==================== design 1
### Clock distribution, design 1

The bar under the picture is 100 µm long.
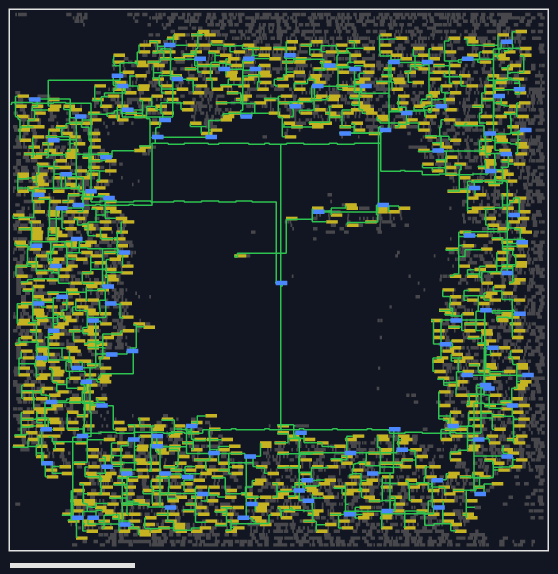

### src/rtl/fft_frame_if.sv
// Bundle between the frame sequencer and its neighbours: the sample stream in,
// the fft launch/completion pair, the bin stream out, and the sticky status flags.
interface fft_frame_if #(
  parameter int N          = 16,
  parameter int DATA_WIDTH = 16
);
  localparam int IW = $clog2(N);
  localparam int FW = DATA_WIDTH * N * 2;

  logic signed [DATA_WIDTH-1:0] sample_in;
  logic                         sample_valid;
  logic                         fft_en;
  logic [FW-1:0]                fft_data;
  logic                         fft_done;
  logic [FW-1:0]                fft_result;
  logic signed [DATA_WIDTH-1:0] bin_re;
  logic signed [DATA_WIDTH-1:0] bin_im;
  logic [IW-1:0]                bin_idx;
  logic                         bin_valid;
  logic                         bin_ready;
  logic                         frame_last;
  logic                         overrun;
  logic                         timeout_err;

  modport master (
    input  sample_in, sample_valid, fft_done, fft_result, bin_ready,
    output fft_en, fft_data, bin_re, bin_im, bin_idx, bin_valid,
           frame_last, overrun, timeout_err
  );

  modport slave (
    output sample_in, sample_valid, fft_done, fft_result, bin_ready,
    input  fft_en, fft_data, bin_re, bin_im, bin_idx, bin_valid,
           frame_last, overrun, timeout_err
  );
endinterface

### src/rtl/fft_frame_ctrl.sv
// Frame sequencer: fills an N-sample frame, launches the fft on it, waits for
// completion (with timeout) and streams the captured bins out one per handshake.
//
// state | meaning
// IDLE  | waiting for a complete frame in the fill buffer
// RUN   | fft_en high on the launch register, waiting for fft_done or timeout
// DRAIN | streaming captured bins 0..N-1 on bin_valid/bin_ready
module fft_frame_ctrl #(
  parameter int N          = 16,
  parameter int DATA_WIDTH = 16,
  parameter int TIMEOUT    = 1024
) (
  input  logic        clk,
  input  logic        n_rst,
  fft_frame_if.master bus
);
  localparam int IW = $clog2(N);
  localparam int FW = DATA_WIDTH * N * 2;
  localparam int TW = $clog2(TIMEOUT + 1);

  typedef enum logic [1:0] {IDLE, RUN, DRAIN} state_t;

  state_t                       state_q, state_d;
  logic signed [DATA_WIDTH-1:0] fill_buf [N];
  logic [IW-1:0]                fill_cnt;
  logic [FW-1:0]                launch_q, launch_d, out_q;
  logic [TW-1:0]                tmo_cnt;
  logic [IW-1:0]                idx_q;
  logic                         frame_done, tmo_hit;
  logic                         load_launch, load_out, set_tmo, set_ovr, bin_acc;

  assign frame_done = bus.sample_valid && (fill_cnt == IW'(N - 1));
  assign tmo_hit    = (tmo_cnt == '0);

  // The completing sample is still in flight, so it is spliced in directly.
  always_comb begin
    launch_d = '0;
    for (int k = 0; k < N; k++) begin
      if (k == N - 1) launch_d[DATA_WIDTH*2*k +: DATA_WIDTH] = bus.sample_in;
      else            launch_d[DATA_WIDTH*2*k +: DATA_WIDTH] = fill_buf[k];
    end
  end

  always_ff @(posedge clk or negedge n_rst) begin
    if (!n_rst) state_q <= IDLE;
    else        state_q <= state_d;
  end

  always_comb begin
    state_d     = state_q;
    load_launch = 1'b0;
    load_out    = 1'b0;
    set_tmo     = 1'b0;
    bin_acc     = 1'b0;
    set_ovr     = frame_done && (state_q != IDLE);
    case (state_q)
      IDLE: begin
        if (frame_done) begin
          load_launch = 1'b1;
          state_d     = RUN;
        end
      end
      RUN: begin
        if (bus.fft_done) begin
          load_out = 1'b1;
          state_d  = DRAIN;
        end else if (tmo_hit) begin
          set_tmo = 1'b1;
          state_d = IDLE;
        end
      end
      DRAIN: begin
        if (bus.bin_ready) begin
          bin_acc = 1'b1;
          if (idx_q == IW'(N - 1)) state_d = IDLE;
        end
      end
      default: state_d = IDLE;
    endcase
  end

  always_ff @(posedge clk or negedge n_rst) begin
    if (!n_rst) begin
      for (int k = 0; k < N; k++) fill_buf[k] <= '0;
      fill_cnt <= '0;
    end else if (bus.sample_valid) begin
      fill_buf[fill_cnt] <= bus.sample_in;
      fill_cnt           <= fill_cnt + IW'(1);
    end
  end

  always_ff @(posedge clk or negedge n_rst) begin
    if (!n_rst) begin
      launch_q        <= '0;
      out_q           <= '0;
      tmo_cnt         <= '0;
      idx_q           <= '0;
      bus.overrun     <= 1'b0;
      bus.timeout_err <= 1'b0;
    end else begin
      if (load_launch) launch_q <= launch_d;
      if (load_out)    out_q    <= bus.fft_result;
      // Down-counter loaded at launch; terminal count 0 ends the RUN window.
      if (load_launch)                     tmo_cnt <= TW'(TIMEOUT - 1);
      else if (state_q == RUN && !tmo_hit) tmo_cnt <= tmo_cnt - TW'(1);
      if (load_out)     idx_q <= '0;
      else if (bin_acc) idx_q <= idx_q + IW'(1);
      if (set_ovr) bus.overrun     <= 1'b1;
      if (set_tmo) bus.timeout_err <= 1'b1;
    end
  end

  assign bus.fft_en     = (state_q == RUN);
  assign bus.fft_data   = launch_q;
  assign bus.bin_valid  = (state_q == DRAIN);
  assign bus.bin_idx    = idx_q;
  assign bus.frame_last = bus.bin_valid && (idx_q == IW'(N - 1));
  assign bus.bin_re     = bus.bin_valid ? out_q[DATA_WIDTH*(2*int'(idx_q))   +: DATA_WIDTH] : '0;
  assign bus.bin_im     = bus.bin_valid ? out_q[DATA_WIDTH*(2*int'(idx_q)+1) +: DATA_WIDTH] : '0;
endmodule

### src/flat_wrapper.sv
// flat-port wrapper written by rule: the top's interface ports become plain ports
module fft_frame_ctrl_flat 
#(
  parameter int N          = 16,
  parameter int DATA_WIDTH = 16,
  parameter int TIMEOUT    = 1024
)
  (clk, n_rst, bus_sample_in, bus_sample_valid, bus_fft_done, bus_fft_result, bus_bin_ready, bus_fft_en, bus_fft_data, bus_bin_re, bus_bin_im, bus_bin_idx, bus_bin_valid, bus_frame_last, bus_overrun, bus_timeout_err);
  fft_frame_if #(.N(N), .DATA_WIDTH(DATA_WIDTH)) bus_i ();
  input  logic clk;
  input  logic n_rst;
  input wire logic [$bits(bus_i.sample_in)-1:0] bus_sample_in;
  input wire logic [$bits(bus_i.sample_valid)-1:0] bus_sample_valid;
  input wire logic [$bits(bus_i.fft_done)-1:0] bus_fft_done;
  input wire logic [$bits(bus_i.fft_result)-1:0] bus_fft_result;
  input wire logic [$bits(bus_i.bin_ready)-1:0] bus_bin_ready;
  output wire logic [$bits(bus_i.fft_en)-1:0] bus_fft_en;
  output wire logic [$bits(bus_i.fft_data)-1:0] bus_fft_data;
  output wire logic [$bits(bus_i.bin_re)-1:0] bus_bin_re;
  output wire logic [$bits(bus_i.bin_im)-1:0] bus_bin_im;
  output wire logic [$bits(bus_i.bin_idx)-1:0] bus_bin_idx;
  output wire logic [$bits(bus_i.bin_valid)-1:0] bus_bin_valid;
  output wire logic [$bits(bus_i.frame_last)-1:0] bus_frame_last;
  output wire logic [$bits(bus_i.overrun)-1:0] bus_overrun;
  output wire logic [$bits(bus_i.timeout_err)-1:0] bus_timeout_err;
  assign bus_i.sample_in = bus_sample_in;
  assign bus_i.sample_valid = bus_sample_valid;
  assign bus_i.fft_done = bus_fft_done;
  assign bus_i.fft_result = bus_fft_result;
  assign bus_i.bin_ready = bus_bin_ready;
  assign bus_fft_en = bus_i.fft_en;
  assign bus_fft_data = bus_i.fft_data;
  assign bus_bin_re = bus_i.bin_re;
  assign bus_bin_im = bus_i.bin_im;
  assign bus_bin_idx = bus_i.bin_idx;
  assign bus_bin_valid = bus_i.bin_valid;
  assign bus_frame_last = bus_i.frame_last;
  assign bus_overrun = bus_i.overrun;
  assign bus_timeout_err = bus_i.timeout_err;
  fft_frame_ctrl #(.N(N), .DATA_WIDTH(DATA_WIDTH), .TIMEOUT(TIMEOUT)) u_core (.clk(clk), .n_rst(n_rst), .bus(bus_i));
endmodule
### config.mk
export PLATFORM = sky130hd
export DESIGN_NAME = fft_frame_ctrl_flat
export DESIGN_NICKNAME = d
export VERILOG_FILES = /design/src/rtl/fft_frame_if.sv /design/src/rtl/fft_frame_ctrl.sv /design/src/flat_wrapper.sv
export SDC_FILE = /design/constraint.sdc
export NUM_CORES = 2
export LEC_CHECK = 0
export CORE_AREA = 2 2 428 430
export DETAILED_ROUTE_END_ITERATION = 7
export DIE_AREA = 0 0 430 432
export GPL_TIMING_DRIVEN = 0
export PLACE_DENSITY = 0.55
export SYNTH_ARGS = -nofsm -noshare
export SYNTH_HDL_FRONTEND = slang
export SYNTH_SLANG_ARGS = --single-unit
### constraint.sdc
create_clock -name clk -period 5.5 [get_ports clk]
set_input_delay 1.1 -clock clk [delete_from_list [all_inputs] [get_ports clk]]
set_output_delay 1.1 -clock clk [all_outputs]
set_load 0.01 [all_outputs]
==================== design 2
<file path="src/rtl/alu_wb_stage.sv">
// alu_wb_stage: two-entry writeback buffer between the ALU and a shared register-file write port,
// with head forwarding, zero/negative flags of the last retired result and a retire counter.
module alu_wb_stage #(
  parameter int DATA_W = 32,
  parameter int REG_AW = 5
) (
  input  logic              clk,
  input  logic              rst,
  input  logic              in_valid_i,
  output logic              in_ready_o,
  input  logic [DATA_W-1:0] in_data_i,
  input  logic [REG_AW-1:0] in_rd_i,
  input  logic              in_we_i,
  input  logic              flush_i,
  output logic              wb_valid_o,
  input  logic              wb_ready_i,
  output logic [REG_AW-1:0] wb_addr_o,
  output logic [DATA_W-1:0] wb_data_o,
  output logic              fwd_valid_o,
  output logic [REG_AW-1:0] fwd_rd_o,
  output logic [DATA_W-1:0] fwd_data_o,
  output logic              flag_z_o,
  output logic              flag_n_o,
  output logic [15:0]       retired_cnt_o
);
  logic [REG_AW-1:0] rd_q [2];
  logic [DATA_W-1:0] data_q [2];
  logic              wp_q, wp_d, rp_q, rp_d;
  logic [1:0]        cnt_q, cnt_d;
  logic              flag_z_q, flag_z_d, flag_n_q, flag_n_d;
  logic [15:0]       ret_cnt_q, ret_cnt_d;
  logic              acc, enq, ret;
  assign in_ready_o    = (cnt_q != 2'd2);
  assign wb_valid_o    = (cnt_q != 2'd0);
  assign wb_addr_o     = rd_q[rp_q];
  assign wb_data_o     = data_q[rp_q];
  assign fwd_valid_o   = wb_valid_o;
  assign fwd_rd_o      = wb_addr_o;
  assign fwd_data_o    = wb_data_o;
  assign flag_z_o      = flag_z_q;
  assign flag_n_o      = flag_n_q;
  assign retired_cnt_o = ret_cnt_q;
  // Results that write nothing (no we, or x0) are consumed here and never reach the port.
  always_comb begin
    acc       = in_valid_i & in_ready_o;
    enq       = acc & in_we_i & (in_rd_i != '0) & ~flush_i;
    ret       = wb_valid_o & wb_ready_i;
    cnt_d     = flush_i ? 2'd0 : cnt_q + {1'b0, enq} - {1'b0, ret};
    wp_d      = flush_i ? 1'b0 : wp_q ^ enq;
    rp_d      = flush_i ? 1'b0 : rp_q ^ ret;
    flag_z_d  = ret ? (wb_data_o == '0) : flag_z_q;
    flag_n_d  = ret ? wb_data_o[DATA_W-1] : flag_n_q;
    ret_cnt_d = ret_cnt_q + {15'd0, ret};
  end
  always_ff @(posedge clk) begin
    if (rst) begin
      rd_q[0]   <= '0;
      rd_q[1]   <= '0;
      data_q[0] <= '0;
      data_q[1] <= '0;
      wp_q      <= 1'b0;
      rp_q      <= 1'b0;
      cnt_q     <= 2'd0;
      flag_z_q  <= 1'b0;
      flag_n_q  <= 1'b0;
      ret_cnt_q <= 16'd0;
    end else begin
      if (enq) begin
        rd_q[wp_q]   <= in_rd_i;
        data_q[wp_q] <= in_data_i;
      end
      wp_q      <= wp_d;
      rp_q      <= rp_d;
      cnt_q     <= cnt_d;
      flag_z_q  <= flag_z_d;
      flag_n_q  <= flag_n_d;
      ret_cnt_q <= ret_cnt_d;
    end
  end
endmodule
</file>
<file path="config.mk">
export PLATFORM = sky130hd
export DESIGN_NAME = alu_wb_stage
export DESIGN_NICKNAME = d
export VERILOG_FILES = /design/src/rtl/alu_wb_stage.sv
export SDC_FILE = /design/constraint.sdc
export NUM_CORES = 1
export LEC_CHECK = 0
export CORE_ASPECT_RATIO = 1.5
export CORE_MARGIN = 2
export CORE_UTILIZATION = 25
export DETAILED_ROUTE_END_ITERATION = 10
export HOLD_SLACK_MARGIN = 0.15
export PLACE_DENSITY = 0.5
export SLEW_MARGIN = 25
export SYNTH_ARGS = -nofsm -noshare
export SYNTH_HDL_FRONTEND = slang
export SYNTH_SLANG_ARGS = --single-unit
</file>
<file path="constraint.sdc">
create_clock -name clk -period 3.9 [get_ports clk]
set_input_delay 0.39 -clock clk [delete_from_list [all_inputs] [get_ports clk]]
set_output_delay 0.39 -clock clk [all_outputs]
set_load 0.01 [all_outputs]
</file>
==================== design 3
<file path="src/rtl/multicycle_control.sv">
// Multicycle MIPS main control: sequences fetch/decode/execute/memory/writeback per instruction.
// Memory states last MEM_LAT cycles; outputs are decoded from the current state (BRANCH also from zero).
module multicycle_control #(
    parameter int OPCODE_W = 6,
    parameter int ALUOP_W  = 2,
    parameter int MEM_LAT  = 1,
    parameter int CNT_W    = 32
) (
    input  logic                clk,
    input  logic                reset,
    input  logic [OPCODE_W-1:0] opcode,
    input  logic                zero,
    output logic                pcWrite,
    output logic [1:0]          pcSrc,
    output logic                iorD,
    output logic                irWrite,
    output logic                memRead,
    output logic                memWrite,
    output logic                memToReg,
    output logic                regDest,
    output logic                regWrite,
    output logic                aluSrcA,
    output logic [1:0]          aluSrcB,
    output logic [ALUOP_W-1:0]  aluOp,
    output logic                illegal,
    output logic [CNT_W-1:0]    retired,
    output logic [3:0]          state
);

    localparam int WAIT_W = (MEM_LAT > 1) ? $clog2(MEM_LAT) : 1;
    localparam logic [WAIT_W-1:0] LAST_BEAT = WAIT_W'(MEM_LAT - 1);

    localparam logic [OPCODE_W-1:0] OP_RTYPE = OPCODE_W'(6'h00);
    localparam logic [OPCODE_W-1:0] OP_J     = OPCODE_W'(6'h02);
    localparam logic [OPCODE_W-1:0] OP_BEQ   = OPCODE_W'(6'h04);
    localparam logic [OPCODE_W-1:0] OP_BNE   = OPCODE_W'(6'h05);
    localparam logic [OPCODE_W-1:0] OP_ADDI  = OPCODE_W'(6'h08);
    localparam logic [OPCODE_W-1:0] OP_LW    = OPCODE_W'(6'h23);
    localparam logic [OPCODE_W-1:0] OP_SW    = OPCODE_W'(6'h2B);

    typedef enum logic [3:0] {
        S_FETCH    = 4'd0,
        S_DECODE   = 4'd1,
        S_EXEC_R   = 4'd2,
        S_WB_R     = 4'd3,
        S_EXEC_I   = 4'd4,
        S_WB_I     = 4'd5,
        S_MEM_ADDR = 4'd6,
        S_MEM_RD   = 4'd7,
        S_WB_MEM   = 4'd8,
        S_MEM_WR   = 4'd9,
        S_BRANCH   = 4'd10,
        S_JUMP     = 4'd11,
        S_ILLEGAL  = 4'd12
    } state_t;

    state_t            state_q;
    state_t            state_d;
    logic [WAIT_W-1:0] wait_q;
    logic [CNT_W-1:0]  retired_q;
    logic              last_beat;
    logic              mem_state;
    logic              retire;

    assign last_beat = (wait_q == LAST_BEAT);
    assign mem_state = (state_q inside {S_FETCH, S_MEM_RD, S_MEM_WR});
    assign retire    = (state_q inside {S_WB_R, S_WB_I, S_WB_MEM, S_BRANCH, S_JUMP, S_ILLEGAL})
                     || ((state_q == S_MEM_WR) && last_beat);
    assign retired   = retired_q;
    assign state     = state_q;

    // Wait counter falls back to 0 on the last beat, so every memory state is entered with it cleared.
    always_ff @(posedge clk) begin
        if (reset) begin
            state_q   <= S_FETCH;
            wait_q    <= '0;
            retired_q <= '0;
        end else begin
            state_q <= state_d;
            wait_q  <= (mem_state && !last_beat) ? wait_q + WAIT_W'(1) : '0;
            if (retire) begin
                retired_q <= retired_q + CNT_W'(1);
            end
        end
    end

    always_comb begin
        state_d = state_q;
        case (state_q)
            S_FETCH:    if (last_beat) state_d = S_DECODE;
            S_DECODE: begin
                case (opcode)
                    OP_RTYPE:     state_d = S_EXEC_R;
                    OP_ADDI:      state_d = S_EXEC_I;
                    OP_LW, OP_SW: state_d = S_MEM_ADDR;
                    OP_BEQ, OP_BNE: state_d = S_BRANCH;
                    OP_J:         state_d = S_JUMP;
                    default:      state_d = S_ILLEGAL;
                endcase
            end
            S_EXEC_R:   state_d = S_WB_R;
            S_EXEC_I:   state_d = S_WB_I;
            S_MEM_ADDR: state_d = (opcode == OP_SW) ? S_MEM_WR : S_MEM_RD;
            S_MEM_RD:   if (last_beat) state_d = S_WB_MEM;
            S_MEM_WR:   if (last_beat) state_d = S_FETCH;
            default:    state_d = S_FETCH;
        endcase
    end

    always_comb begin
        pcWrite  = 1'b0;
        pcSrc    = 2'b00;
        iorD     = 1'b0;
        irWrite  = 1'b0;
        memRead  = 1'b0;
        memWrite = 1'b0;
        memToReg = 1'b0;
        regDest  = 1'b0;
        regWrite = 1'b0;
        aluSrcA  = 1'b0;
        aluSrcB  = 2'b00;
        aluOp    = '0;
        illegal  = 1'b0;
        if (!reset) begin
            case (state_q)
                S_FETCH: begin
                    memRead = 1'b1;
                    aluSrcB = 2'b01;
                    irWrite = last_beat;
                    pcWrite = last_beat;
                end
                S_DECODE:   aluSrcB = 2'b11;
                S_EXEC_R: begin
                    aluSrcA = 1'b1;
                    aluOp   = ALUOP_W'(2'b10);
                end
                S_WB_R: begin
                    regDest  = 1'b1;
                    regWrite = 1'b1;
                end
                S_EXEC_I, S_MEM_ADDR: begin
                    aluSrcA = 1'b1;
                    aluSrcB = 2'b10;
                end
                S_WB_I:     regWrite = 1'b1;
                S_MEM_RD: begin
                    memRead = 1'b1;
                    iorD    = 1'b1;
                end
                S_WB_MEM: begin
                    memToReg = 1'b1;
                    regWrite = 1'b1;
                end
                S_MEM_WR: begin
                    memWrite = 1'b1;
                    iorD     = 1'b1;
                end
                S_BRANCH: begin
                    aluSrcA = 1'b1;
                    aluOp   = ALUOP_W'(2'b01);
                    pcSrc   = 2'b01;
                    pcWrite = (opcode == OP_BNE) ? ~zero : zero;
                end
                S_JUMP: begin
                    pcSrc   = 2'b10;
                    pcWrite = 1'b1;
                end
                S_ILLEGAL:  illegal = 1'b1;
                default: ;
            endcase
        end
    end

endmodule

</file>
<file path="config.mk">
export PLATFORM = sky130hd
export DESIGN_NAME = multicycle_control
export DESIGN_NICKNAME = d
export VERILOG_FILES = /design/src/rtl/multicycle_control.sv
export SDC_FILE = /design/constraint.sdc
export NUM_CORES = 1
export LEC_CHECK = 0
export CAP_MARGIN = 20
export CORE_MARGIN = 2
export CORE_UTILIZATION = 52
export DETAILED_ROUTE_END_ITERATION = 10
export PLACE_DENSITY = 0.86
export SYNTH_ARGS = -nofsm -noshare
export SYNTH_HDL_FRONTEND = slang
export SYNTH_SLANG_ARGS = --single-unit
</file>
<file path="constraint.sdc">
create_clock -name clk -period 5.2 [get_ports clk]
set_clock_uncertainty 0.1 [all_clocks]
set_input_delay 0.78 -clock clk [delete_from_list [all_inputs] [get_ports clk]]
set_output_delay 0.78 -clock clk [all_outputs]
set_load 0.01 [all_outputs]
</file>
==================== design 4
`src/rtl/mult_rr_scheduler_pkg.sv`:
```
// Shared constants for the round-robin multiplier scheduler: default widths
// and FSM state encodings.
package mult_pkg;

    localparam int unsigned DEF_W     = 8;
    localparam int unsigned DEF_N_REQ = 4;

    localparam logic [1:0] ST_IDLE = 2'd0;
    localparam logic [1:0] ST_RUN  = 2'd1;
    localparam logic [1:0] ST_DONE = 2'd2;

endpackage

```
`src/rtl/mult_rr_scheduler_if.sv`:
```
// Request/response bundle between requester front ends, the scheduler and
// the product consumer.
interface mult_rr_scheduler_if
    import mult_pkg::*;
#(
    parameter int unsigned N_REQ = DEF_N_REQ,
    parameter int unsigned W     = DEF_W,
    parameter int unsigned IDW   = $clog2(N_REQ)
);

    logic [N_REQ-1:0]   req_valid;
    logic [N_REQ*W-1:0] req_md;
    logic [N_REQ*W-1:0] req_mr;
    logic [N_REQ-1:0]   req_ready;
    logic               busy;
    logic               rsp_valid;
    logic               rsp_ready;
    logic [IDW-1:0]     rsp_id;
    logic [2*W-1:0]     rsp_product;

    modport master (
        output req_valid, req_md, req_mr, rsp_ready,
        input  req_ready, busy, rsp_valid, rsp_id, rsp_product
    );

    modport slave (
        input  req_valid, req_md, req_mr, rsp_ready,
        output req_ready, busy, rsp_valid, rsp_id, rsp_product
    );

endinterface

```
`src/rtl/mult_rr_scheduler_core.sv`:
```
// Sequential shift-add multiplier datapath: one partial product per step,
// with an iteration counter flagging the final step.
module shift_add_core
    import mult_pkg::*;
#(
    parameter int unsigned W = DEF_W
) (
    input  logic           clk,
    input  logic           rst_n,
    input  logic           load,
    input  logic           step,
    input  logic [W-1:0]   md,
    input  logic [W-1:0]   mr,
    output logic [2*W-1:0] product,
    output logic           last
);

    localparam int unsigned PW   = 2 * W;
    localparam int unsigned CNTW = $clog2(W + 1);

    logic [PW-1:0]   md_sh_q, md_sh_d;
    logic [W-1:0]    mr_sh_q, mr_sh_d;
    logic [PW-1:0]   acc_q, acc_d;
    logic [CNTW-1:0] cnt_q, cnt_d;

    // Load wins over step; a step adds the shifted multiplicand when mr LSB is set.
    always_comb begin
        md_sh_d = md_sh_q;
        mr_sh_d = mr_sh_q;
        acc_d   = acc_q;
        cnt_d   = cnt_q;
        if (load) begin
            md_sh_d = PW'(md);
            mr_sh_d = mr;
            acc_d   = '0;
            cnt_d   = '0;
        end else if (step) begin
            acc_d   = acc_q + (mr_sh_q[0] ? md_sh_q : '0);
            md_sh_d = md_sh_q << 1;
            mr_sh_d = mr_sh_q >> 1;
            cnt_d   = cnt_q + CNTW'(1);
        end
    end

    always_ff @(posedge clk or negedge rst_n) begin
        if (!rst_n) begin
            md_sh_q <= '0;
            mr_sh_q <= '0;
            acc_q   <= '0;
            cnt_q   <= '0;
        end else begin
            md_sh_q <= md_sh_d;
            mr_sh_q <= mr_sh_d;
            acc_q   <= acc_d;
            cnt_q   <= cnt_d;
        end
    end

    assign product = acc_q;
    assign last    = (cnt_q == CNTW'(W - 1));

endmodule

```
`src/rtl/mult_rr_scheduler.sv`:
```
// Shares one shift-add multiplier among N_REQ requesters: round-robin grant,
// fixed W-step run, product held until the consumer takes it.
module mult_rr_scheduler
    import mult_pkg::*;
#(
    parameter int unsigned N_REQ = DEF_N_REQ,
    parameter int unsigned W     = DEF_W,
    parameter int unsigned IDW   = $clog2(N_REQ)
) (
    input logic                clk,
    input logic                reset,
    mult_rr_scheduler_if.slave bus
);

    logic [1:0]       state_q, state_d;
    logic [IDW-1:0]   rr_ptr_q, rr_ptr_d;
    logic [IDW-1:0]   rsp_id_q, rsp_id_d;
    logic             rsp_valid_q, rsp_valid_d;
    logic             busy_q, busy_d;

    logic [N_REQ-1:0] grant_c;
    logic [IDW-1:0]   winner_c, idx_c;
    logic             found_c;
    logic [W-1:0]     md_sel_c, mr_sel_c;
    logic             load_c, step_c, last_c;
    logic [2*W-1:0]   product_c;

    // First valid requester scanning upward from rr_ptr, wrapping at N_REQ.
    always_comb begin
        grant_c  = '0;
        winner_c = '0;
        idx_c    = '0;
        found_c  = 1'b0;
        for (int unsigned k = 0; k < N_REQ; k++) begin
            idx_c = IDW'((32'(rr_ptr_q) + k) % N_REQ);
            if (!found_c && bus.req_valid[idx_c]) begin
                found_c        = 1'b1;
                grant_c[idx_c] = 1'b1;
                winner_c       = idx_c;
            end
        end
    end

    always_comb begin
        md_sel_c = '0;
        mr_sel_c = '0;
        for (int unsigned i = 0; i < N_REQ; i++) begin
            if (grant_c[i]) begin
                md_sel_c = bus.req_md[i*W +: W];
                mr_sel_c = bus.req_mr[i*W +: W];
            end
        end
    end

    assign bus.req_ready = (reset && state_q == ST_IDLE) ? grant_c : '0;

    always_comb begin
        state_d     = state_q;
        rr_ptr_d    = rr_ptr_q;
        rsp_id_d    = rsp_id_q;
        rsp_valid_d = rsp_valid_q;
        load_c      = 1'b0;
        step_c      = 1'b0;
        case (state_q)
            ST_IDLE: begin
                if (|(bus.req_valid & bus.req_ready)) begin
                    load_c   = 1'b1;
                    rsp_id_d = winner_c;
                    rr_ptr_d = (winner_c == IDW'(N_REQ - 1)) ? '0 : winner_c + IDW'(1);
                    state_d  = ST_RUN;
                end
            end
            ST_RUN: begin
                step_c = 1'b1;
                if (last_c) begin
                    rsp_valid_d = 1'b1;
                    state_d     = ST_DONE;
                end
            end
            ST_DONE: begin
                if (bus.rsp_ready) begin
                    rsp_valid_d = 1'b0;
                    state_d     = ST_IDLE;
                end
            end
            default: state_d = ST_IDLE;
        endcase
        busy_d = (state_d != ST_IDLE);
    end

    always_ff @(posedge clk or negedge reset) begin
        if (!reset) begin
            state_q     <= ST_IDLE;
            rr_ptr_q    <= '0;
            rsp_id_q    <= '0;
            rsp_valid_q <= 1'b0;
            busy_q      <= 1'b0;
        end else begin
            state_q     <= state_d;
            rr_ptr_q    <= rr_ptr_d;
            rsp_id_q    <= rsp_id_d;
            rsp_valid_q <= rsp_valid_d;
            busy_q      <= busy_d;
        end
    end

    shift_add_core #(.W(W)) u_core (
        .clk     (clk),
        .rst_n   (reset),
        .load    (load_c),
        .step    (step_c),
        .md      (md_sel_c),
        .mr      (mr_sel_c),
        .product (product_c),
        .last    (last_c)
    );

    assign bus.busy        = busy_q;
    assign bus.rsp_valid   = rsp_valid_q;
    assign bus.rsp_id      = rsp_id_q;
    assign bus.rsp_product = product_c;

endmodule

```
`src/flat_wrapper.sv`:
```
// flat-port wrapper written by rule: the top's interface ports become plain ports
module mult_rr_scheduler_flat import mult_pkg::*;
#(
    parameter int unsigned N_REQ = DEF_N_REQ,
    parameter int unsigned W     = DEF_W,
    parameter int unsigned IDW   = $clog2(N_REQ)
)
  (clk, reset, bus_req_valid, bus_req_md, bus_req_mr, bus_rsp_ready, bus_req_ready, bus_busy, bus_rsp_valid, bus_rsp_id, bus_rsp_product);
  mult_rr_scheduler_if #(.N_REQ(N_REQ), .W(W), .IDW(IDW)) bus_i ();
  input logic clk;
  input logic reset;
  input wire logic [$bits(bus_i.req_valid)-1:0] bus_req_valid;
  input wire logic [$bits(bus_i.req_md)-1:0] bus_req_md;
  input wire logic [$bits(bus_i.req_mr)-1:0] bus_req_mr;
  input wire logic [$bits(bus_i.rsp_ready)-1:0] bus_rsp_ready;
  output wire logic [$bits(bus_i.req_ready)-1:0] bus_req_ready;
  output wire logic [$bits(bus_i.busy)-1:0] bus_busy;
  output wire logic [$bits(bus_i.rsp_valid)-1:0] bus_rsp_valid;
  output wire logic [$bits(bus_i.rsp_id)-1:0] bus_rsp_id;
  output wire logic [$bits(bus_i.rsp_product)-1:0] bus_rsp_product;
  assign bus_i.req_valid = bus_req_valid;
  assign bus_i.req_md = bus_req_md;
  assign bus_i.req_mr = bus_req_mr;
  assign bus_i.rsp_ready = bus_rsp_ready;
  assign bus_req_ready = bus_i.req_ready;
  assign bus_busy = bus_i.busy;
  assign bus_rsp_valid = bus_i.rsp_valid;
  assign bus_rsp_id = bus_i.rsp_id;
  assign bus_rsp_product = bus_i.rsp_product;
  mult_rr_scheduler #(.N_REQ(N_REQ), .W(W), .IDW(IDW)) u_core (.clk(clk), .reset(reset), .bus(bus_i));
endmodule
```
`config.mk`:
```
export PLATFORM = sky130hd
export DESIGN_NAME = mult_rr_scheduler_flat
export DESIGN_NICKNAME = d
export VERILOG_FILES = /design/src/rtl/mult_rr_scheduler_pkg.sv /design/src/rtl/mult_rr_scheduler_if.sv /design/src/rtl/mult_rr_scheduler_core.sv /design/src/rtl/mult_rr_scheduler.sv /design/src/flat_wrapper.sv
export SDC_FILE = /design/constraint.sdc
export NUM_CORES = 1
export LEC_CHECK = 0
export CORE_MARGIN = 2
export CORE_UTILIZATION = 56
export DETAILED_ROUTE_END_ITERATION = 7
export HOLD_SLACK_MARGIN = 0.03
export PLACE_DENSITY = 0.84
export SYNTH_ARGS = -nofsm -noshare
export SYNTH_HDL_FRONTEND = slang
export SYNTH_SLANG_ARGS = --single-unit
```
`constraint.sdc`:
```
create_clock -name clk -period 7.99 [get_ports clk]
set_input_delay 1.598 -clock clk [delete_from_list [all_inputs] [get_ports clk]]
set_output_delay 1.598 -clock clk [all_outputs]
set_load 0.02 [all_outputs]
```
### Clock distribution, design 3

The bar under the picture is 20 µm long.
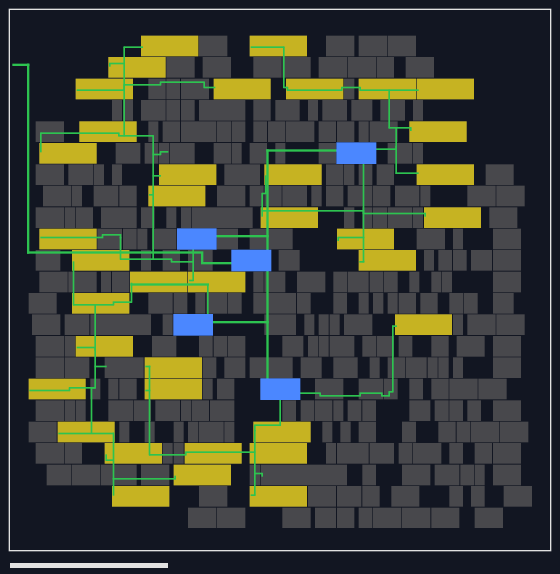
- clock wires: green (length 468 µm)
- clock drivers: blue (count 5)
- flip-flops: yellow (count 37)
- flops lie: all over the die
clock network latency to the later pin of the worst-skew pair: 0.29 ns
Clk pwr share: 39.9%
clock-net power: 0.260 mW

==> tab_implementation.tex, design 3 <==
% Implementation results table
\begin{tabular}{lr}
\hline
Metric & Value \\
\hline
\multicolumn{2}{l}{\textbf{Floorplan}} \\
Overall die height & 68.5 µm \\
\multicolumn{2}{l}{\textbf{Synthesis}} \\
Number of flops mapped to enable cells by yosys & 0 \\
Synthesized net count & 277 \\
Top area contributor share & 34.3\% \\
Number of cells produced by synthesis & 267 \\
\multicolumn{2}{l}{\textbf{Final timing}} \\
Max-slew violation count & 0 \\
Post-Route Setup TNS & 0 ns \\
Actual slew at the worst max-slew pin & 1.22 ns \\
\multicolumn{2}{l}{\textbf{Global route}} \\
Grt total ovfl & 0 \\
\multicolumn{2}{l}{\textbf{Status}} \\
Outcome & complete, no violations \\
\multicolumn{2}{l}{\textbf{CTS}} \\
CTS tree & built \\
Post-cts resize count & 0 \\
\multicolumn{2}{l}{\textbf{Drt}} \\
Routed wire length & 5450 µm \\
\multicolumn{2}{l}{\textbf{Layout}} \\
Clkbuf count & 7 \\
Number of nets at the end of the flow & 328 \\
\multicolumn{2}{l}{\textbf{Worst setup path}} \\
Crit-path leading delay family & buffers and inverters \\
\multicolumn{2}{l}{\textbf{Power}} \\
P\_leak & 1.01 nW \\
\hline
\end{tabular}
## design 3: metal layers
layer  up-vias  track usage [%]
li1       1049                -
met1      1000             32.5
met2        90             40.5
met3        13             4.61
met4         0             9.00
met5         -                0
## design 3: cells in the final DEF, fill, tap and decap left out, types with 9 or more instances in the layout
| cell | synthesis | routed |
|---|---|---|
| clkdlybuf4s50_1 | 0 | 60 |
| nor2_1 | 42 | 42 |
| dfxtp_1 | 37 | 37 |
| xor2_1 | 21 | 21 |
| nand2_1 | 18 | 18 |
| a21oi_1 | 16 | 16 |
| nand4_1 | 15 | 15 |
| nor3_1 | 11 | 11 |
| or3_1 | 9 | 9 |
| nand3_1 | 9 | 9 |
| o21ai_0 | 9 | 9 |
## design 3: stage by stage
step | std cells | worst slack (ns) | area (µm²) | power (mW) | hold slack, ns
final | 369 | 1.63 | 2850 | 0.651 | 0.424
after global routing | 369 | 1.47 | 2850 | 0.674 | 0.446
after CTS | 369 | 1.62 | 2850 | 0.653 | 0.420
after detailed placement | 361 | 1.63 | 2740 | 0.396 | 0.391
after global placement | 361 | 1.64 | 2740 | 0.395 | 0.384
after floorplan | 267 | 2.58 | 2160 | 0.363 | 0.393
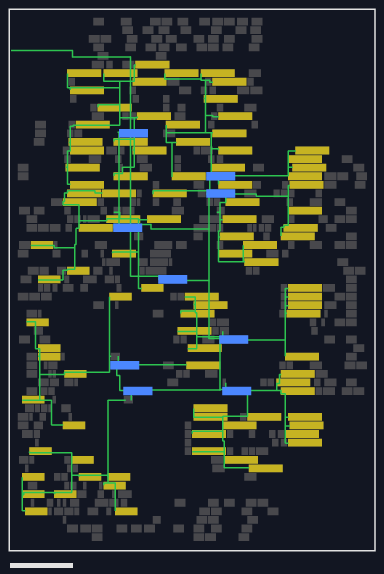
*Clock distribution, design 2*
The bar under the picture is 20 µm long.
- clock wires: green (length 1250 µm)
- clock drivers: blue (count 9)
- flip-flops: yellow (count 96)
- flops lie: all over the die
- routed clock nets: 10

==> tab_implementation.tex, design 2 <==
% Implementation results table
\begin{tabular}{lr}
\hline
Metric & Value \\
\hline
\multicolumn{2}{l}{\textbf{Status}} \\
Outcome & complete, no violations \\
\multicolumn{2}{l}{\textbf{Layout}} \\
Commonest cells after routing, fill and taps aside & clkdlybuf4s50\_1, and2\_1, edfxtp\_1, mux2\_2, dfxtp\_1 \\
Area added between synthesis and finish & 35.7\% \\
\multicolumn{2}{l}{\textbf{Global route}} \\
Largest net degree at the start of global routing & 29 \\
\multicolumn{2}{l}{\textbf{Drt}} \\
Met3 Wirelength & 526 µm \\
\multicolumn{2}{l}{\textbf{Final timing}} \\
Final Cycle Share & 73.1\% \\
Fmax & 0.351 GHz \\
Final Critical Period & 2.85 ns \\
\multicolumn{2}{l}{\textbf{Floorplan}} \\
Overall die height & 171 µm \\
Number of top-level pins & 138 \\
\multicolumn{2}{l}{\textbf{Synthesis}} \\
Simple-Gate Area Share & 19.4\% \\
Most instantiated flip-flop cell in the synthesis netlist & edfxtp\_1 \\
Top non-seq family & simple AND/OR/NAND/NOR gates \\
Per-instance average area after synthesis & 12.5 µm² \\
Mapped cell area & 4650 µm² \\
\multicolumn{2}{l}{\textbf{CTS}} \\
CTS sink count & 96 \\
\multicolumn{2}{l}{\textbf{Placement}} \\
Worst setup timing slack at the placement stage & 0.924 ns \\
\multicolumn{2}{l}{\textbf{Worst setup path}} \\
Reg-to-reg critical path endpoint & flag\_z\_o \\
Data required, critical path & 3.51 ns \\
Origin of the critical flop-to-flop path & rp\_q \\
\multicolumn{2}{l}{\textbf{Power}} \\
Sequential share of power & 51.9\% \\
\hline
\end{tabular}
## design 2: registers in the layout, summed over array words and instances (netlist names)
| register | flops |
|---|---|
| retired_cnt_o | 16 |
| rp_q | 1 |
| flag_z_o | 1 |
| rd_q | 10 |
| flag_n_o | 1 |
| cnt_q | 2 |
| data_q | 64 |
| wp_q | 1 |
## design 2: power groups by stage
stage	Sequential, mW	Clock (mW)	Combinational (mW)
after floorplan	1.17	0	0.123
after global placement	1.18	0	0.258
after detailed placement	1.18	0	0.257
after CTS	1.16	0.849	0.259
after global routing	1.16	0.889	0.272
final	1.16	0.818	0.252
## design 2: cell type report
| class | instances | area [µm²] | area share [%] |
|---|---|---|---|
| Sequential cell | 96 | 2660 | 42.3 |
| Multi-Input combinational cell | 218 | 1590 | 25.3 |
| Tap cell | 252 | 315 | 5.00 |
| Clock inverter | 5 | 41.3 | 0.655 |
| Clock buffer | 11 | 233 | 3.69 |
| Inverter | 4 | 15.0 | 0.238 |
| Timing Repair Buffer | 143 | 1440 | 22.9 |
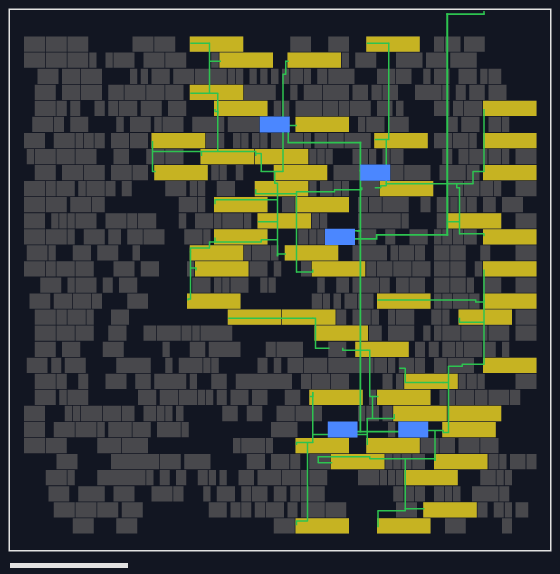
*Clock distribution, design 4*
The bar under the picture is 20 µm long.
- clock wires: green (length 620 µm)
- flip-flops: yellow (count 52)
- clock drivers: blue (count 5)
- routed clock nets: 6
clock-net power: 0.161 mW
Setup Skew: 0.0145 ns

==> tab_implementation.tex, design 4 <==
% Implementation results table
\begin{tabular}{lr}
\hline
Metric & Value \\
\hline
\multicolumn{2}{l}{\textbf{Drt}} \\
Met2 wirelength from detailed routing & 5260 µm \\
Per-cell via count in the routed design & 6.21 \\
\multicolumn{2}{l}{\textbf{Synthesis}} \\
Most instantiated flip-flop cell in the synthesis netlist & dfrtp\_1 \\
Simple-Gate Area Share & 17.4\% \\
Number of flops mapped to enable cells by yosys & 0 \\
\multicolumn{2}{l}{\textbf{Layout}} \\
Ant diodes & 0 \\
Commonest cells after routing, fill and taps aside & clkdlybuf4s50\_1, nand2\_1, dfrtp\_1, inv\_1, o21ai\_0 \\
\multicolumn{2}{l}{\textbf{Global route}} \\
Global Route met3 Usage & 3.90\% \\
Grt total ovfl & 0 \\
Via count of the first global-routing pass & 4065 \\
\multicolumn{2}{l}{\textbf{Final timing}} \\
Unrepaired setup endpoints after global routing & no \\
Worst setup margin & 1.65 ns \\
Slew headroom & 29.0\% \\
Final Cycle Share & 79.4\% \\
\multicolumn{2}{l}{\textbf{Worst setup path}} \\
Reg-to-reg critical path endpoint & u\_core.bus.rsp\_id[0] \\
\multicolumn{2}{l}{\textbf{Status}} \\
Outcome & complete, no violations \\
\multicolumn{2}{l}{\textbf{Power}} \\
P\_leak & 2.18 nW \\
Power per Cell Area & 423 nW/µm² \\
\multicolumn{2}{l}{\textbf{Placement}} \\
Worst setup timing slack at the placement stage & 1.67 ns \\
Global placer's final weighted congestion & 0.975 \\
\multicolumn{2}{l}{\textbf{Floorplan}} \\
Die area & 8370 µm² \\
\hline
\end{tabular}
[design 4: synth_stat cells (3+ instances only)]
cell       count  area share (%)
nand3_1       11             1.3
o22ai_1        8             1.2
clkbuf_1      12             1.1
nor2b_1        5            0.73
o2111ai_1     14             2.9
and4_1         5             1.0
buf_4          3            0.53
nand3b_1       3            0.53
inv_1         47             4.1
o21ai_0       43             5.0
mux2_2         6             1.6
ha_1          22             6.4
and2_1        11             1.6
o221ai_2       7             2.5
nor2_1        24             2.1
a21oi_1       13             1.5
mux2i_1        9             2.1
nand4_1        5            0.73
xnor2_1        5             1.0
a211oi_1       9             1.6
nand2_1       69             6.0
o211ai_1       4            0.70
a21o_1         5            0.88
o21ai_1        5            0.58
buf_6          4             1.1
buf_2         11             1.3
nand2b_1       3            0.44
a31o_2         3            0.61
o21a_1         7             1.2
o221ai_1      24             4.9
dfrtp_1       52              30
nor3_1         7            0.82
[design 4: final cells by class]
class / instances / area share, %
clock inverters: 3 / 0.471
inverters: 47 / 3.32
well taps: 99 / 2.33
repair buffers: 99 / 18.3
clock buffers: 5 / 1.30
flip-flops and latches: 52 / 24.5
multi-input cells: 374 / 49.7
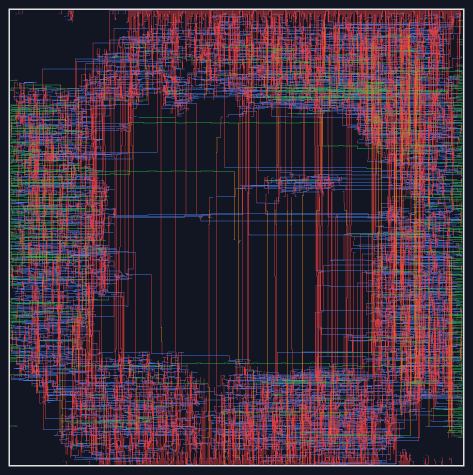
*Wiring by layer, design 1*
- metal 4: orange (wire length 6780 µm)
- metal 5: purple (wire length 15.6 µm)
- metal 2: red (wire length 94.7 mm)
- metal 1: blue (wire length 73.3 mm)
- metal 3: green (wire length 12900 µm)
vias: 36100
WL/cell: 22.5 µm
routed wire length: 188000 µm
total global-route track usage: 19.7%

About 'Clock distribution' of design 1:
- flip-flops: yellow (count 1031)
- clock drivers: blue (count 115)
- clock wires: green (length 14900 µm)
- routed clock nets: 116

==> tab_implementation.tex, design 1 <==
% Implementation results table
\begin{tabular}{lr}
\hline
Metric & Value \\
\hline
\multicolumn{2}{l}{\textbf{Status}} \\
Outcome & complete, no violations \\
\multicolumn{2}{l}{\textbf{Power}} \\
P\_leak & 30.6 nW \\
Power per Cell Area & 504 nW/µm² \\
\multicolumn{2}{l}{\textbf{Worst setup path}} \\
Data required, critical path & 4.40 ns \\
Critical path's largest stage delay & 0.63 ns \\
Last element of the critical path & bus\_bin\_im[9] \\
Crit path max fanout & 19 \\
Data arrival time of the critical path & 4.24 ns \\
Highest-delay cell along the critical path & clkdlybuf4s50\_1 \\
Critical Path Start & u\_core.bus.bin\_idx[0] \\
Kind of end point of the critical path & primary output \\
\multicolumn{2}{l}{\textbf{CTS}} \\
Clock Pin Slew Worst Setup and Hold Paths & 0.06 ns \\
CTS sink count & 1031 \\
Clk buf depth & 3 \\
TritonCTS Buffers & 115 \\
\multicolumn{2}{l}{\textbf{Synthesis}} \\
Number of distinct standard cells referenced by the synthesized netlist & 46 \\
Async SR Flop Fraction & 100\% \\
Mapped cell area & 45000 µm² \\
\multicolumn{2}{l}{\textbf{Global route}} \\
First-pass GRT wire length & 263000 µm \\
Global Route met3 Usage & 4.98\% \\
Initial antenna violation count & 25 \\
\multicolumn{2}{l}{\textbf{Layout}} \\
Number of nets at the end of the flow & 6389 \\
Area added between synthesis and finish & 36.5\% \\
\multicolumn{2}{l}{\textbf{Placement}} \\
Cell total after placement & 8120 \\
Number of port buffers & 829 \\
\multicolumn{2}{l}{\textbf{Final timing}} \\
Fmax & 0.187 GHz \\
Slew headroom & 7.08\% \\
Max-slew violation count & 0 \\
Number of hold violations in the final report & 0 \\
\hline
\end{tabular}
-- design 1: final cells by class --
type	count	area (µm²)	area share, %
sequential	1031	25800	42.0
multi-input combinational	3333	17300	28.1
timing repair buffer	836	8500	13.8
clock buffer	177	3420	5.57
buffer	527	3090	5.03
tap	2385	2980	4.86
clock inverter	33	333	0.541
antenna	15	37.5	0.0611
inverter	6	22.5	0.0366
-- design 1: synth_stat cells (all sizes together) (4+ instances only) --
master  number  area (µm²)
a22oi       64         480
and2         4        25.0
buf        354        2420
clkbuf     175         657
dfrtp     1031       25800
ha           6        75.1
inv          6        22.5
mux2       304        3420
mux2i      128        1280
mux4        32         721
nand2     2322        8720
nand2b       4        25.0
nand3       47         255
nand4        7        43.8
nor2        10        37.5
nor2b       37         231
nor3         8        60.1
o22ai       32         200
o31ai       36         270
or4          5        42.5
xor2         4        35.0
-- design 1: sequential cells by signal (all words and copies together) (netlist names) --
register,flops
u_core.bus.timeout_err,1
u_core.bus.overrun,1
u_core.bus.fft_data,256
u_core.tmo_cnt,11
u_core.fill_buf,240
u_core.state_q,2
u_core.out_q,512
u_core.fill_cnt,4
u_core.bus.bin_idx,4

==> gallery <==
Port wiring.
panel A
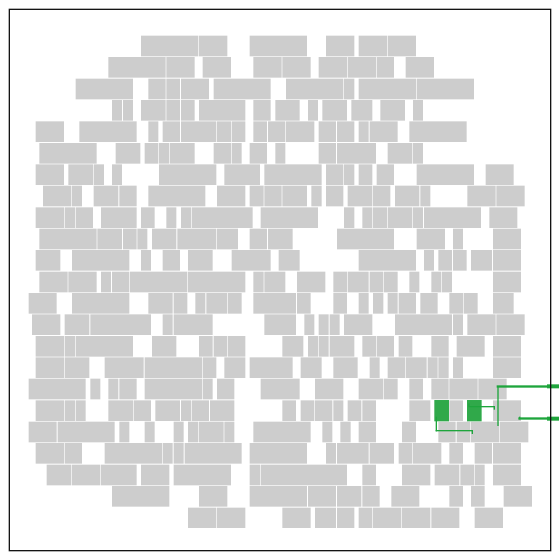
panel B
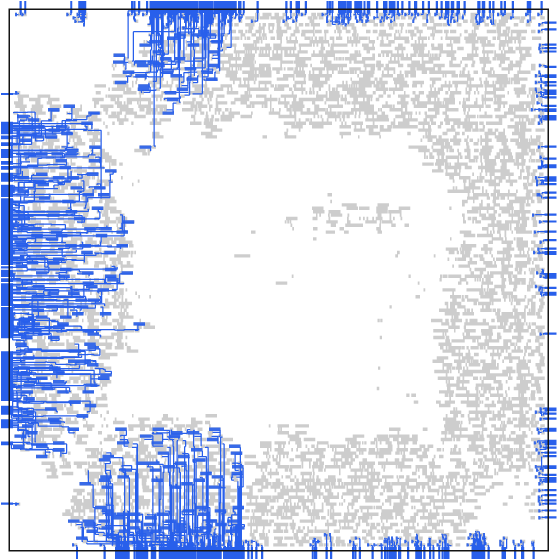
panel C
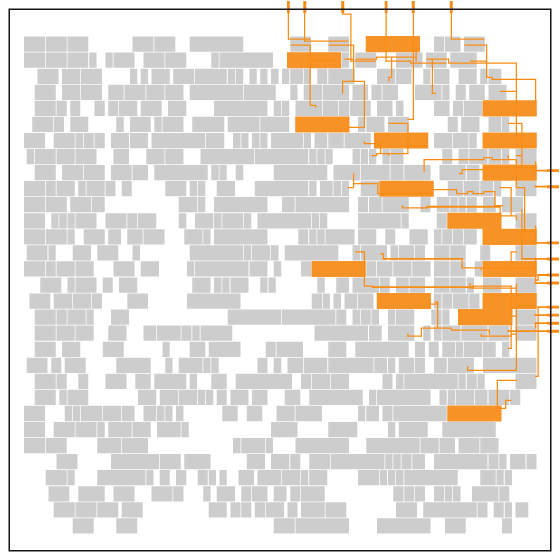
panel D
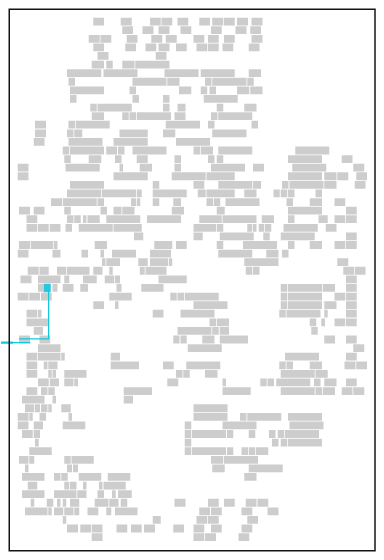
The one with the fewest cells is panel A.
- design 4 = panel C
- design 3 = panel A
- design 2 = panel D
- design 1 = panel B



==> gallery <==
Clock wiring as the flow saved it.
shot_01.png
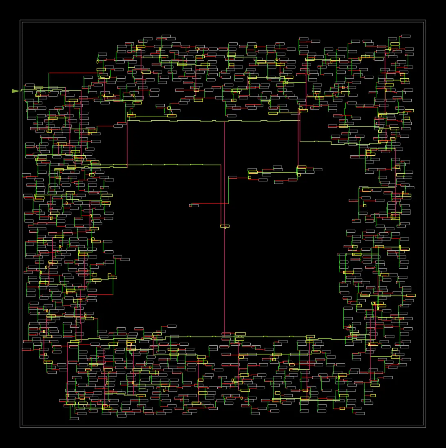
shot_02.png
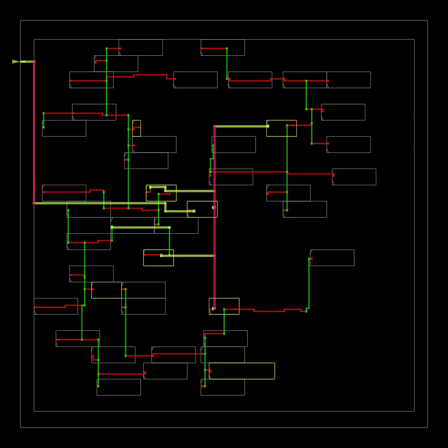
shot_03.png
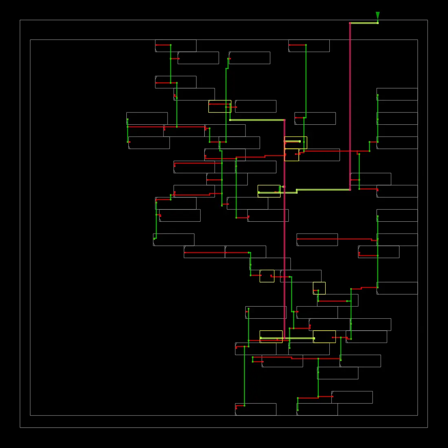
shot_04.png
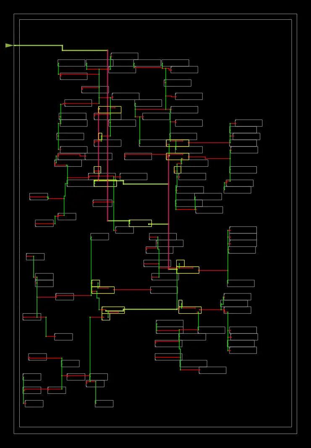
- fewest sequential cells: shot_02.png
- most sequential cells: shot_01.png
design 1: shot_01.png
design 4: shot_03.png
design 3: shot_02.png
design 2: shot_04.png


==> layout pictures side by side <==
Selected gate families.
image #1
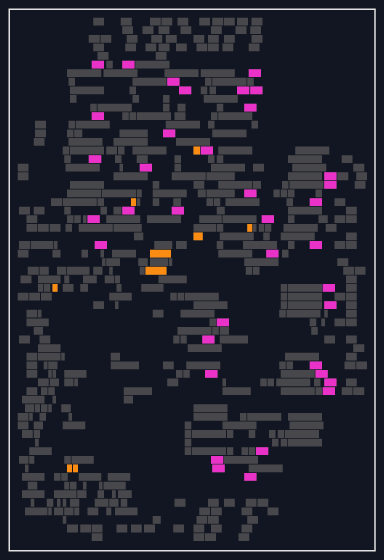
image #2
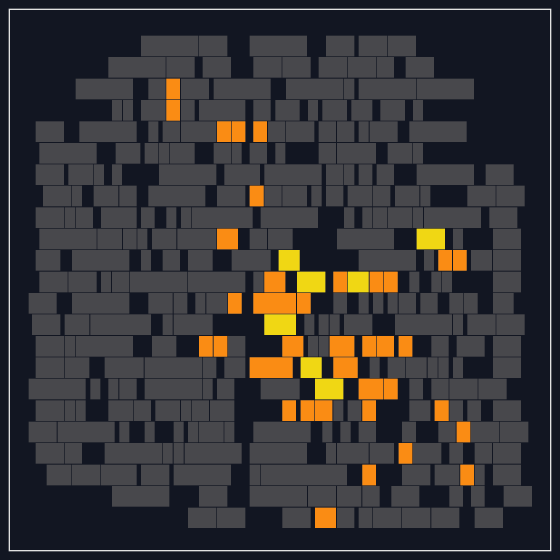
image #3
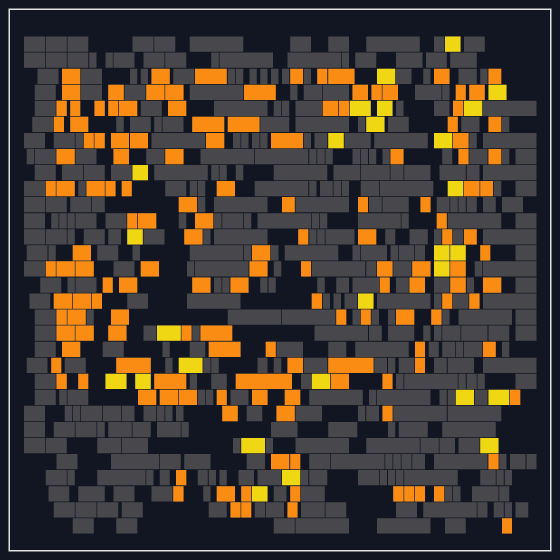
Image #2 is design 3.
Image #1 is design 2.
Image #3 is design 4.

Key to image #3:
- non-inverting ao/oa cells: yellow (cells 27; most used o21a_1; where all over the die)
- aoi and oai cells: orange (cells 147; most used o21ai_0; where all over the die)

No activity file was given, so power comes from the tool's default toggle rates.
